=== seven_segment_scanner_flat ===
--- src/rtl/seven_segment_scanner_if.sv ---
// Display bus between the scanner and its controller: digit data and controls in,
// multiplexed anode/segment drive and the frame strobe out.
interface seven_segment_scanner_if #(
    parameter int NUM_DIGITS = 4
);
    logic [4*NUM_DIGITS-1:0] digits_in;
    logic [NUM_DIGITS-1:0]   dp_in;
    logic                    blank_lz;
    logic [NUM_DIGITS-1:0]   blink_mask;
    logic [3:0]              brightness;
    logic [NUM_DIGITS-1:0]   anode_signals;
    logic [6:0]              display_out;
    logic                    dp_out;
    logic                    frame_done;

    modport master (
        output digits_in, dp_in, blank_lz, blink_mask, brightness,
        input  anode_signals, display_out, dp_out, frame_done
    );

    modport slave (
        input  digits_in, dp_in, blank_lz, blink_mask, brightness,
        output anode_signals, display_out, dp_out, frame_done
    );
endinterface

--- src/rtl/seven_segment_scanner.sv ---
// Multiplexed N-digit common-anode seven-segment scanner with frame-coherent capture,
// leading-zero blanking, per-digit blink and PWM brightness; all outputs registered.
module seven_segment_scanner #(
    parameter int NUM_DIGITS     = 4,
    parameter int CLKS_PER_DIGIT = 50000,
    parameter int BLINK_FRAMES   = 250,
    parameter int HEX_MODE       = 0
) (
    input logic                    clock,
    input logic                    reset,
    seven_segment_scanner_if.slave bus
);
    localparam int IDX_W   = $clog2(NUM_DIGITS);
    localparam int SLOT_W  = $clog2(CLKS_PER_DIGIT);
    localparam int FRAME_W = (BLINK_FRAMES > 1) ? $clog2(BLINK_FRAMES) : 1;

    localparam logic [IDX_W-1:0]   LAST_IDX   = IDX_W'(NUM_DIGITS - 1);
    localparam logic [SLOT_W-1:0]  LAST_SLOT  = SLOT_W'(CLKS_PER_DIGIT - 1);
    localparam logic [FRAME_W-1:0] LAST_FRAME = FRAME_W'(BLINK_FRAMES - 1);
    localparam logic [6:0]         DASH       = 7'b1111110;

    logic [SLOT_W-1:0]       slot_cnt;
    logic [3:0]              pwm_cnt;
    logic [IDX_W-1:0]        idx;

    logic [4*NUM_DIGITS-1:0] shadow_digits;
    logic [NUM_DIGITS-1:0]   shadow_dp;
    logic                    shadow_blank_lz;
    logic [NUM_DIGITS-1:0]   shadow_blink_mask;

    logic                    blink_phase;
    logic [FRAME_W-1:0]      frame_cnt;

    logic [NUM_DIGITS-1:0]   anode_q;
    logic [6:0]              display_q;
    logic                    dp_q;
    logic                    frame_done_q;

    logic                    frame_start;
    logic                    slot_wrap;
    logic                    frame_end;

    logic [4*NUM_DIGITS-1:0] eff_digits;
    logic [NUM_DIGITS-1:0]   eff_dp;
    logic                    eff_blank_lz;
    logic [NUM_DIGITS-1:0]   eff_blink_mask;

    logic [3:0]              cur_nibble;
    logic                    cur_dp;
    logic                    cur_blink;
    logic                    higher_nonzero;
    logic                    lz_blank;
    logic                    blink_blank;
    logic                    digit_blank;
    logic                    lit;

    logic [NUM_DIGITS-1:0]   anode_next;
    logic [6:0]              display_next;
    logic                    dp_next;

    function automatic logic [6:0] glyph(input logic [3:0] n);
        logic [6:0] g;
        case (n)
            4'h0:    g = 7'b0000001;
            4'h1:    g = 7'b1001111;
            4'h2:    g = 7'b0010010;
            4'h3:    g = 7'b0000110;
            4'h4:    g = 7'b1001100;
            4'h5:    g = 7'b0100100;
            4'h6:    g = 7'b0100000;
            4'h7:    g = 7'b0001111;
            4'h8:    g = 7'b0000000;
            4'h9:    g = 7'b0000100;
            4'hA:    g = (HEX_MODE != 0) ? 7'b0001000 : DASH;
            4'hB:    g = (HEX_MODE != 0) ? 7'b1100000 : DASH;
            4'hC:    g = (HEX_MODE != 0) ? 7'b0110001 : DASH;
            4'hD:    g = (HEX_MODE != 0) ? 7'b1000010 : DASH;
            4'hE:    g = (HEX_MODE != 0) ? 7'b0110000 : DASH;
            default: g = (HEX_MODE != 0) ? 7'b0111000 : DASH;
        endcase
        return g;
    endfunction

    assign frame_start = (idx == LAST_IDX) && (slot_cnt == '0);
    assign slot_wrap   = (slot_cnt == LAST_SLOT);
    assign frame_end   = slot_wrap && (idx == '0);

    // The capture cycle itself must already show the new frame's data, so bypass
    // the shadow registers while they are being loaded.
    assign eff_digits     = frame_start ? bus.digits_in  : shadow_digits;
    assign eff_dp         = frame_start ? bus.dp_in      : shadow_dp;
    assign eff_blank_lz   = frame_start ? bus.blank_lz   : shadow_blank_lz;
    assign eff_blink_mask = frame_start ? bus.blink_mask : shadow_blink_mask;

    // Select the scanned digit and look at it plus every more significant nibble.
    always_comb begin
        cur_nibble     = 4'h0;
        cur_dp         = 1'b0;
        cur_blink      = 1'b0;
        higher_nonzero = 1'b0;
        for (int j = 0; j < NUM_DIGITS; j++) begin
            if (IDX_W'(j) == idx) begin
                cur_nibble = eff_digits[4*j +: 4];
                cur_dp     = eff_dp[j];
                cur_blink  = eff_blink_mask[j];
            end
            if ((IDX_W'(j) >= idx) && (eff_digits[4*j +: 4] != 4'h0)) begin
                higher_nonzero = 1'b1;
            end
        end
    end

    assign lz_blank    = eff_blank_lz && (idx != '0) && !higher_nonzero;
    assign blink_blank = blink_phase && cur_blink;
    assign digit_blank = blink_blank || lz_blank;
    assign lit         = !digit_blank && (pwm_cnt <= bus.brightness);

    always_comb begin
        anode_next = '1;
        for (int j = 0; j < NUM_DIGITS; j++) begin
            if ((IDX_W'(j) == idx) && lit) begin
                anode_next[j] = 1'b0;
            end
        end
        display_next = digit_blank ? 7'b1111111 : glyph(cur_nibble);
        dp_next      = digit_blank ? 1'b1 : ~cur_dp;
    end

    // Scan timing: slot counter, per-slot PWM phase and digit index (MSD first).
    always_ff @(posedge clock) begin
        if (reset) begin
            slot_cnt <= '0;
            pwm_cnt  <= 4'h0;
            idx      <= LAST_IDX;
        end else if (slot_wrap) begin
            slot_cnt <= '0;
            pwm_cnt  <= 4'h0;
            idx      <= (idx == '0) ? LAST_IDX : idx - IDX_W'(1);
        end else begin
            slot_cnt <= slot_cnt + SLOT_W'(1);
            pwm_cnt  <= pwm_cnt + 4'h1;
        end
    end

    always_ff @(posedge clock) begin
        if (reset) begin
            shadow_digits     <= '0;
            shadow_dp         <= '0;
            shadow_blank_lz   <= 1'b0;
            shadow_blink_mask <= '0;
        end else if (frame_start) begin
            shadow_digits     <= bus.digits_in;
            shadow_dp         <= bus.dp_in;
            shadow_blank_lz   <= bus.blank_lz;
            shadow_blink_mask <= bus.blink_mask;
        end
    end

    // Blink phase flips on the same edge that starts a new frame, so a frame is never split.
    always_ff @(posedge clock) begin
        if (reset) begin
            frame_cnt   <= '0;
            blink_phase <= 1'b0;
        end else if (frame_end) begin
            if (frame_cnt == LAST_FRAME) begin
                frame_cnt   <= '0;
                blink_phase <= ~blink_phase;
            end else begin
                frame_cnt <= frame_cnt + FRAME_W'(1);
            end
        end
    end

    always_ff @(posedge clock) begin
        if (reset) begin
            anode_q      <= '1;
            display_q    <= 7'b1111111;
            dp_q         <= 1'b1;
            frame_done_q <= 1'b0;
        end else begin
            anode_q      <= anode_next;
            display_q    <= display_next;
            dp_q         <= dp_next;
            frame_done_q <= frame_end;
        end
    end

    assign bus.anode_signals = anode_q;
    assign bus.display_out   = display_q;
    assign bus.dp_out        = dp_q;
    assign bus.frame_done    = frame_done_q;

endmodule

--- src/flat_wrapper.sv ---
// flat-port wrapper written by rule: the top's interface ports become plain ports
module seven_segment_scanner_flat 
#(
    parameter int NUM_DIGITS     = 4,
    parameter int CLKS_PER_DIGIT = 50000,
    parameter int BLINK_FRAMES   = 250,
    parameter int HEX_MODE       = 0
)
  (clock, reset, bus_digits_in, bus_dp_in, bus_blank_lz, bus_blink_mask, bus_brightness, bus_anode_signals, bus_display_out, bus_dp_out, bus_frame_done);
  seven_segment_scanner_if #(.NUM_DIGITS(NUM_DIGITS)) bus_i ();
  input logic clock;
  input logic reset;
  input wire logic [$bits(bus_i.digits_in)-1:0] bus_digits_in;
  input wire logic [$bits(bus_i.dp_in)-1:0] bus_dp_in;
  input wire logic [$bits(bus_i.blank_lz)-1:0] bus_blank_lz;
  input wire logic [$bits(bus_i.blink_mask)-1:0] bus_blink_mask;
  input wire logic [$bits(bus_i.brightness)-1:0] bus_brightness;
  output wire logic [$bits(bus_i.anode_signals)-1:0] bus_anode_signals;
  output wire logic [$bits(bus_i.display_out)-1:0] bus_display_out;
  output wire logic [$bits(bus_i.dp_out)-1:0] bus_dp_out;
  output wire logic [$bits(bus_i.frame_done)-1:0] bus_frame_done;
  assign bus_i.digits_in = bus_digits_in;
  assign bus_i.dp_in = bus_dp_in;
  assign bus_i.blank_lz = bus_blank_lz;
  assign bus_i.blink_mask = bus_blink_mask;
  assign bus_i.brightness = bus_brightness;
  assign bus_anode_signals = bus_i.anode_signals;
  assign bus_display_out = bus_i.display_out;
  assign bus_dp_out = bus_i.dp_out;
  assign bus_frame_done = bus_i.frame_done;
  seven_segment_scanner #(.NUM_DIGITS(NUM_DIGITS), .CLKS_PER_DIGIT(CLKS_PER_DIGIT), .BLINK_FRAMES(BLINK_FRAMES), .HEX_MODE(HEX_MODE)) u_core (.clock(clock), .reset(reset), .bus(bus_i));
endmodule
--- config.mk ---
export PLATFORM = sky130hd
export DESIGN_NAME = seven_segment_scanner_flat
export DESIGN_NICKNAME = d
export VERILOG_FILES = /design/src/rtl/seven_segment_scanner_if.sv /design/src/rtl/seven_segment_scanner.sv /design/src/flat_wrapper.sv
export SDC_FILE = /design/constraint.sdc
export NUM_CORES = 1
export LEC_CHECK = 0
export CAP_MARGIN = 10
export CORE_ASPECT_RATIO = 1.1
export CORE_MARGIN = 10
export CORE_UTILIZATION = 45
export DETAILED_ROUTE_END_ITERATION = 16
export GPL_ROUTABILITY_DRIVEN = 0
export MAX_ROUTING_LAYER = met4
export PLACE_DENSITY = 0.77
export SETUP_SLACK_MARGIN = 0.1
export SYNTH_ARGS = -nofsm -noshare
export SYNTH_HDL_FRONTEND = slang
export SYNTH_SLANG_ARGS = --single-unit
--- constraint.sdc ---
create_clock -name clock -period 4.2 [get_ports clock]
set_input_delay 1.26 -clock clock [delete_from_list [all_inputs] [get_ports clock]]
set_output_delay 1.26 -clock clock [all_outputs]
set_load 0.01 [all_outputs]
=== stage_one_fetch ===
===== config.mk =====
export PLATFORM = sky130hd
export DESIGN_NAME = stage_one_fetch
export DESIGN_NICKNAME = d
export VERILOG_FILES = /design/src/rtl/pipeline_pkg.sv /design/src/rtl/stage_one_fetch_if_id_reg.sv /design/src/rtl/stage_one_fetch.sv
export SDC_FILE = /design/constraint.sdc
export NUM_CORES = 1
export LEC_CHECK = 0
export CAP_MARGIN = 20
export CELL_PAD_IN_SITES_DETAIL_PLACEMENT = 2
export CELL_PAD_IN_SITES_GLOBAL_PLACEMENT = 2
export CORE_ASPECT_RATIO = 0.6
export CORE_MARGIN = 4
export CORE_UTILIZATION = 32
export DETAILED_ROUTE_END_ITERATION = 10
export PLACE_DENSITY_LB_ADDON = 0.1
export SETUP_SLACK_MARGIN = 0.3
export SLEW_MARGIN = 20
export SYNTH_ARGS = -nofsm -noshare
export SYNTH_HDL_FRONTEND = slang
export SYNTH_HIERARCHICAL = 1
export SYNTH_SLANG_ARGS = --single-unit

===== constraint.sdc =====
create_clock -name clk -period 3.5 [get_ports clk]
set_clock_uncertainty 0.2 [all_clocks]
set_input_delay 0.35 -clock clk [delete_from_list [all_inputs] [get_ports clk]]
set_output_delay 0.35 -clock clk [all_outputs]
set_load 0.01 [all_outputs]

===== src/rtl/pipeline_pkg.sv =====
// Shared definitions for the pipeline stages.
//   WORD_W         : datapath word width
//   RESET_PC_DEF   : default program counter after reset
//   NOP_INSTR_DEF  : default bubble instruction (sll $0,$0,0)
//   fetch_state_t  : fetch FSM states
//   if_id_t        : IF/ID pipeline register contents
package pipeline_pkg;

  localparam int WORD_W = 32;

  localparam logic [WORD_W-1:0] RESET_PC_DEF  = 32'h0000_0000;
  localparam logic [WORD_W-1:0] NOP_INSTR_DEF = 32'h0000_0000;

  typedef enum logic [1:0] {
    FETCH = 2'd0,
    WAIT  = 2'd1,
    HOLD  = 2'd2
  } fetch_state_t;

  typedef struct packed {
    logic [WORD_W-1:0] instr;
    logic [WORD_W-1:0] pc4;
    logic              valid;
  } if_id_t;

  // Instruction fetches are word aligned; the low two address bits are dropped.
  function automatic logic [WORD_W-1:0] word_align(input logic [WORD_W-1:0] addr);
    return addr & ~{{(WORD_W-2){1'b0}}, 2'b11};
  endfunction

endpackage


===== src/rtl/stage_one_fetch_if_id_reg.sv =====
// IF/ID pipeline register, same shape as the ID/EX register downstream.
//   clk, rst_n              : clock, asynchronous active-low reset
//   flush                   : load a bubble (highest priority)
//   stall                   : hold all fields
//   load                    : capture instr_in/pc4_in/valid_in
//   instr_in/pc4_in/valid_in: next instruction word, its PC+4, valid flag
//   instr_out/pc4_out/valid_out : registered values to decode
// With none of flush/stall/load a bubble is loaded, so decode never sees
// the same word twice.
module if_id_reg
  import pipeline_pkg::*;
#(
  parameter logic [WORD_W-1:0] NOP_INSTR = NOP_INSTR_DEF
) (
  input  logic              clk,
  input  logic              rst_n,
  input  logic              flush,
  input  logic              stall,
  input  logic              load,
  input  logic [WORD_W-1:0] instr_in,
  input  logic [WORD_W-1:0] pc4_in,
  input  logic              valid_in,
  output logic [WORD_W-1:0] instr_out,
  output logic [WORD_W-1:0] pc4_out,
  output logic              valid_out
);

  if_id_t if_id_q, if_id_d;

  always_comb begin
    // NOTE: every always_comb output gets a default first so no path leaves it
    // unassigned; otherwise synthesis infers a latch.
    if_id_d = if_id_q;
    if (flush) begin
      if_id_d = {NOP_INSTR, {WORD_W{1'b0}}, 1'b0};
    end else if (stall) begin
      if_id_d = if_id_q;
    end else if (load) begin
      if_id_d = {instr_in, pc4_in, valid_in};
    end else begin
      if_id_d = {NOP_INSTR, {WORD_W{1'b0}}, 1'b0};
    end
  end

  always_ff @(posedge clk or negedge rst_n) begin
    // NOTE: sequential state uses non-blocking assignments so every flop samples
    // pre-edge values regardless of process ordering.
    if (!rst_n) begin
      if_id_q <= {NOP_INSTR, {WORD_W{1'b0}}, 1'b0};
    end else begin
      if_id_q <= if_id_d;
    end
  end

  assign instr_out = if_id_q.instr;
  assign pc4_out   = if_id_q.pc4;
  assign valid_out = if_id_q.valid;

endmodule


===== src/rtl/stage_one_fetch.sv =====
// Instruction-fetch stage: owns the PC, issues one word fetch at a time to a
// variable-latency instruction memory and feeds the IF/ID register.
//   clk, rst_n                 : clock, asynchronous active-low reset
//   stall                      : hazard unit hold of IF/ID and PC
//   branch_taken/branch_target : redirect fetch and flush IF/ID
//   imem_req/imem_addr         : fetch strobe and word address
//   imem_rvalid/imem_rdata     : returned instruction
//   if_instruction/if_pc_plus4/if_valid : IF/ID outputs to decode
module stage_one_fetch
  import pipeline_pkg::*;
#(
  parameter logic [WORD_W-1:0] RESET_PC  = RESET_PC_DEF,
  parameter logic [WORD_W-1:0] NOP_INSTR = NOP_INSTR_DEF
) (
  input  logic              clk,
  input  logic              rst_n,
  input  logic              stall,
  input  logic              branch_taken,
  input  logic [WORD_W-1:0] branch_target,
  output logic              imem_req,
  output logic [WORD_W-1:0] imem_addr,
  input  logic              imem_rvalid,
  input  logic [WORD_W-1:0] imem_rdata,
  output logic [WORD_W-1:0] if_instruction,
  output logic [WORD_W-1:0] if_pc_plus4,
  output logic              if_valid
);

  fetch_state_t      state_q, state_d;
  logic [WORD_W-1:0] pc_q, pc_d;
  logic [WORD_W-1:0] hold_q, hold_d;
  logic              kill_q, kill_d;   // response in flight belongs to a squashed fetch
  logic              run_q, run_d;     // keeps imem_req low until the first edge out of reset

  logic [WORD_W-1:0] pc_plus4;
  logic [WORD_W-1:0] target;
  logic              deliver;
  logic [WORD_W-1:0] if_instr_in;

  assign pc_plus4 = pc_q + 32'd4;      // wraps modulo 2^32
  assign target   = word_align(branch_target);

  // State register
  always_ff @(posedge clk or negedge rst_n) begin
    if (!rst_n) begin
      state_q <= FETCH;
      pc_q    <= RESET_PC;
      kill_q  <= 1'b0;
      run_q   <= 1'b0;
    end else begin
      state_q <= state_d;
      pc_q    <= pc_d;
      kill_q  <= kill_d;
      run_q   <= run_d;
    end
  end

  // NOTE: hold_q is pure datapath, only read in HOLD after being written, so it
  // needs no reset.
  always_ff @(posedge clk) begin
    hold_q <= hold_d;
  end

  // Next-state logic
  always_comb begin
    state_d = state_q;
    pc_d    = pc_q;
    kill_d  = kill_q;
    hold_d  = hold_q;
    run_d   = 1'b1;
    deliver = 1'b0;
    case (state_q)
      FETCH: begin
        if (run_q) begin
          // The request goes out even on a redirect; its response is squashed.
          state_d = WAIT;
          if (branch_taken) begin
            kill_d = 1'b1;
            pc_d   = target;
          end
        end else if (branch_taken) begin
          pc_d = target;
        end
      end
      WAIT: begin
        if (imem_rvalid) begin
          state_d = FETCH;
          kill_d  = 1'b0;
          if (branch_taken) begin
            pc_d = target;
          end else if (!kill_q) begin
            if (stall) begin
              hold_d  = imem_rdata;
              state_d = HOLD;
            end else begin
              deliver = 1'b1;
              pc_d    = pc_plus4;
            end
          end
        end else if (branch_taken) begin
          kill_d = 1'b1;
          pc_d   = target;
        end
      end
      HOLD: begin
        if (branch_taken) begin
          pc_d    = target;
          state_d = FETCH;
        end else if (!stall) begin
          deliver = 1'b1;
          pc_d    = pc_plus4;
          state_d = FETCH;
        end
      end
      default: state_d = FETCH;
    endcase
  end

  // Output logic
  always_comb begin
    imem_req    = run_q && (state_q == FETCH);
    imem_addr   = pc_q;
    if_instr_in = (state_q == HOLD) ? hold_q : imem_rdata;
  end

  if_id_reg #(
    .NOP_INSTR (NOP_INSTR)
  ) u_if_id (
    .clk       (clk),
    .rst_n     (rst_n),
    .flush     (branch_taken),
    .stall     (stall),
    .load      (deliver),
    .instr_in  (if_instr_in),
    .pc4_in    (pc_plus4),
    .valid_in  (1'b1),
    .instr_out (if_instruction),
    .pc4_out   (if_pc_plus4),
    .valid_out (if_valid)
  );

endmodule


### Local utilization, stage_one_fetch

The die is cut into 20 by 12 equal tiles; white is low, dark blue is high, 0 to 100% covered.
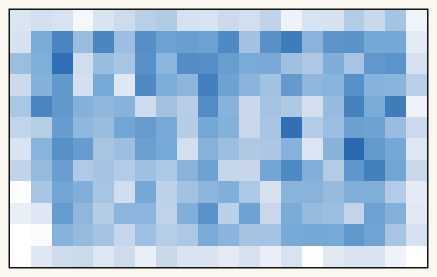
The mean over all tiles is 38%. The fullest tile reaches 77%. 2.1% of the tiles are nearly empty. The emptiest ninth of the die: lower left. 0.40% of the tiles are over 75% full.

==> results.toml, stage_one_fetch <==
# physical design summary
[logic_synthesis]
xor_area_share_pct = 3.52
ys.warnings.count = 6
ys.flops = 133
synth_top_cell_by_count = "dfrtp_1"
aoi_share_pct = 21.8
top_area_cell = "dfrtp_1"
simple_gate_share_pct = 11.9

[cts]
cts_hold_buf = 1
clk_path_buf_depth = 2
htreeDepth = 4

[run]
tool_warnings = 31

[cells_and_area]
fin_area_um2 = 9560
n_antenna_cell = 0
fin_nets = 866

[floorplan]
rows = 41

[grt]
gr-usage-met2_pct = 34.1
met3_usage_pct = 5.90

[critical_path]
endpoint_kind = "flip-flop"
cp_slowest_stage_delay_ns = 0.53
path_cells = "inv_1 > ha_2 > or3b_4 > and3_1 > o31ai_1 > o21ai_0 > a211o_1"

[power_and_ir_drop]
top_power_group = "registers"
p_int_mw = 3.97
pg_seq_mw = 2.21
power_density_nw_per_um2 = 661
ir_drop_uv = 395

[detailed_routing]
drt_iter0_markers = 348
vias_per_cell = 5.80

[hold_path]
holdCritPathClass = "in -> async"

[sta]
hold_viol = 0
whs_ns = 0.176
relSlewSlack_pct = 37.9

[run_status]
status = "complete, no violations"

[place]
dpl_cell_area_um2 = 8930
stage_one_fetch: metrics by stage:
stage	instances	setup WS (ns)	power, mW
3_5_place_dp	1051	0.407	4.37
3_3_place_gp	1051	0.533	4.27
6_report	1084	0.565	6.32
5_1_grt	1084	0.461	6.65
4_1_cts	1084	0.313	6.32
2_1_floorplan	637	1.02	3.24
stage_one_fetch: how the worst max path moves through the flow:
stage,slack (ns),end,depth (start not counted),from
2_1_floorplan,1.02,imem_addr[30],8,state_q[0]
3_3_place_gp,0.53,imem_addr[30],6,imem_rvalid
3_5_place_dp,0.41,imem_addr[30],6,imem_rvalid
4_1_cts,0.31,imem_addr[30],7,state_q[0]
5_1_grt,0.46,imem_addr[30],7,state_q[1]
6_report,0.56,imem_addr[30],7,state_q[0]
stage_one_fetch: per-layer routing:
metal  share of wire [%]  wire length, µm
met1                  48            13300
met2                  44            12300
met3                 6.8             1880
met4                0.65              181
met5               0.047               13
stage_one_fetch: layout make-up:
type | count | share of cell area [%]
clock buffers | 21 | 4.71
clock inverters | 11 | 1.65
inverters | 20 | 0.786
multi-input cells | 425 | 32.7
flip-flops and latches | 133 | 36.5
well taps | 279 | 3.65
repair buffers | 195 | 20.0
### Local utilization, seven_segment_scanner_flat

The die is cut into 10 by 11 equal tiles; white is low, dark blue is high, 0 to 100% covered.
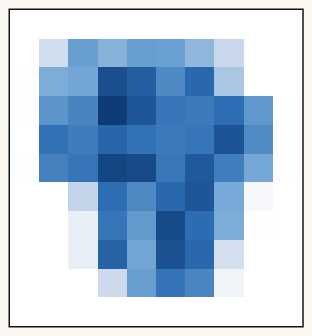
The mean over all tiles is 35%. The densest ninth of the die: center. The fullest tile reaches 96%. The emptiest ninth of the die: lower left. 44% of the tiles are nearly empty. 17% of the tiles are over 75% full.
Core Footprint: 7560 µm²
Init Core Util: 46.6%
Core Util, Final: 55.4%

==> results.toml, seven_segment_scanner_flat <==
# physical design summary
[cells_and_area]
n_antenna_cell = 0
seq_cell_count = 69
area_growth_pct = 19.0
layoutNonFillerInstCount = 550
nonClkBufAreaFrac_pct = 11.0

[detailed_routing]
post-route-drc-count = 0
drt-pass1-iter-count = 6

[grt]
antenna_found_initial = 0
grt_use_total_pct = 14.0

[run_status]
status = "complete, no violations"

[critical_path]
cp_data_required_time_ns = 4.45
path_max_fanout = 24
path_depth = 10
endpoint_kind = "flip-flop"
critPathKind = "reg -> reg"
worst-endpoint-arrival_ns = 3.48
cp_top_family = "simple AND/OR/NAND/NOR gates"
r2r_cells = 10

[sta]
finalSetupViolations = 0
relSlewSlack_pct = 48.2
finalWorstSetupSlack_ns = 0.968
finClkSkew_ns = 0.00823

[logic_synthesis]
synth_cell_types = 59
ys_chip_area_um2 = 3520
ys_top_logic_family = "simple AND/OR/NAND/NOR gates"
aoi_share_pct = 14.8
xor_area_share_pct = 5.48
synth_top_cell_by_count = "dfxtp_1"

[cts]
clk_pin_slew_ns = 0.07
cts_hold_buf = 0

[hold_path]
worstHoldStart = "u_core.shadow_blink_mask[1]"

[floorplan]
io-pin-count = 44

[place]
preCtsSetupSlack_ns = 0.770
[seven_segment_scanner_flat: per-layer routing]
layer	GRT usage (%)	share of wire, %	vias to the layer above
met4	5.29	2.0	0
met2	21.6	46	111
met5	-	0	-
met1	16.9	45	1345
li1	-	-	1469
met3	4.14	7.0	19
[seven_segment_scanner_flat: placed cells by master (no fill, tap or decap), drive strengths merged, types with 2 or more instances in the layout]
master          n
nor2           46
nor3           15
nor3b           6
mux2i           7
and3            5
a21o            3
or2             4
dfxtp          69
nand3          17
nand2b          3
or3             2
or4             2
a21oi          27
nand2          52
mux2            2
xor2           12
a221oi          3
o311ai          2
ha             19
a31oi           9
nor4            5
bufinv          2
xnor2          10
buf             4
o21ai          16
nor2b           4
clkdlybuf4s50  43
and2            2
clkinv          2
clkbuf         12
inv            17
nand4          11
[seven_segment_scanner_flat: power by group]
part           internal [mW]  leakage, nW  switching [mW]
logic                  0.131        0.918           0.143
registers              0.697        0.565          0.0213
clock network          0.365        0.116           0.239

==> screenshots <==
The metal 3 layer.
Plate I
Bar = 50 µm.
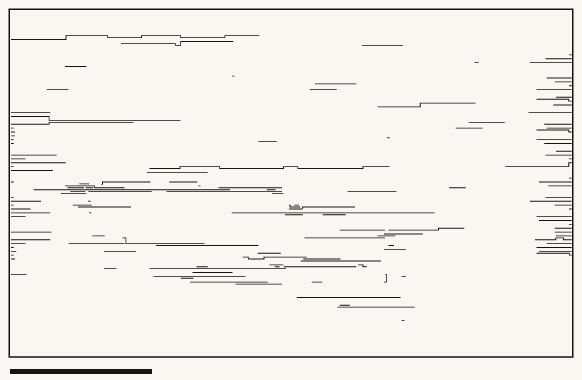
Plate II
Bar = 20 µm.
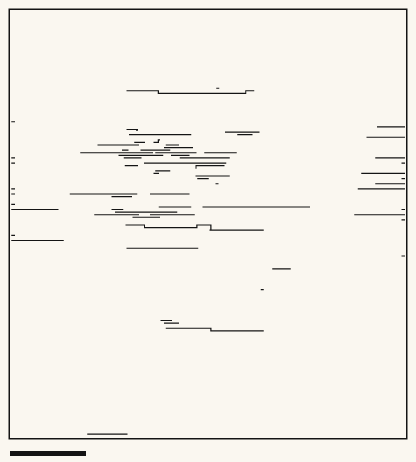
For stage_one_fetch, see Plate I.
For seven_segment_scanner_flat, see Plate II.

Key to Plate I:
The longest straight run is 71.3 µm. The layer holds 6.8% of the routed length. 121 nets have wire on it. The wires run mostly horizontal.



==> layout pictures side by side <==
Cell classes on the final placement.
picture 1
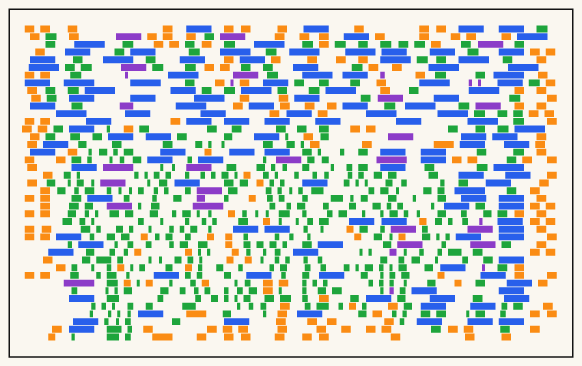
picture 2
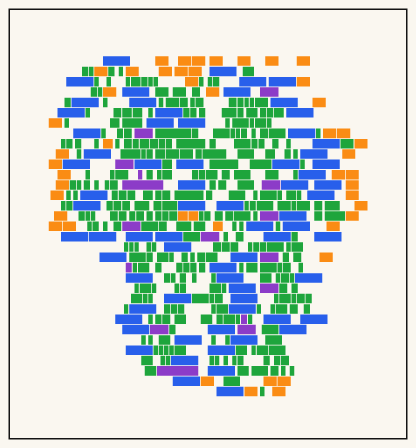
Of these, most cells: picture 1
Of these, highest utilization: picture 2
picture 1 -> stage_one_fetch
picture 2 -> seven_segment_scanner_flat

Key to picture 1:
Key: purple = clock drivers and dummy loads [cells 32]; orange = other buffers and delay cells [cells 195]; green = all other logic [cells 445]; blue = flops [cells 133]

Power figures rest on the tool's default switching activity, not on a simulated workload.
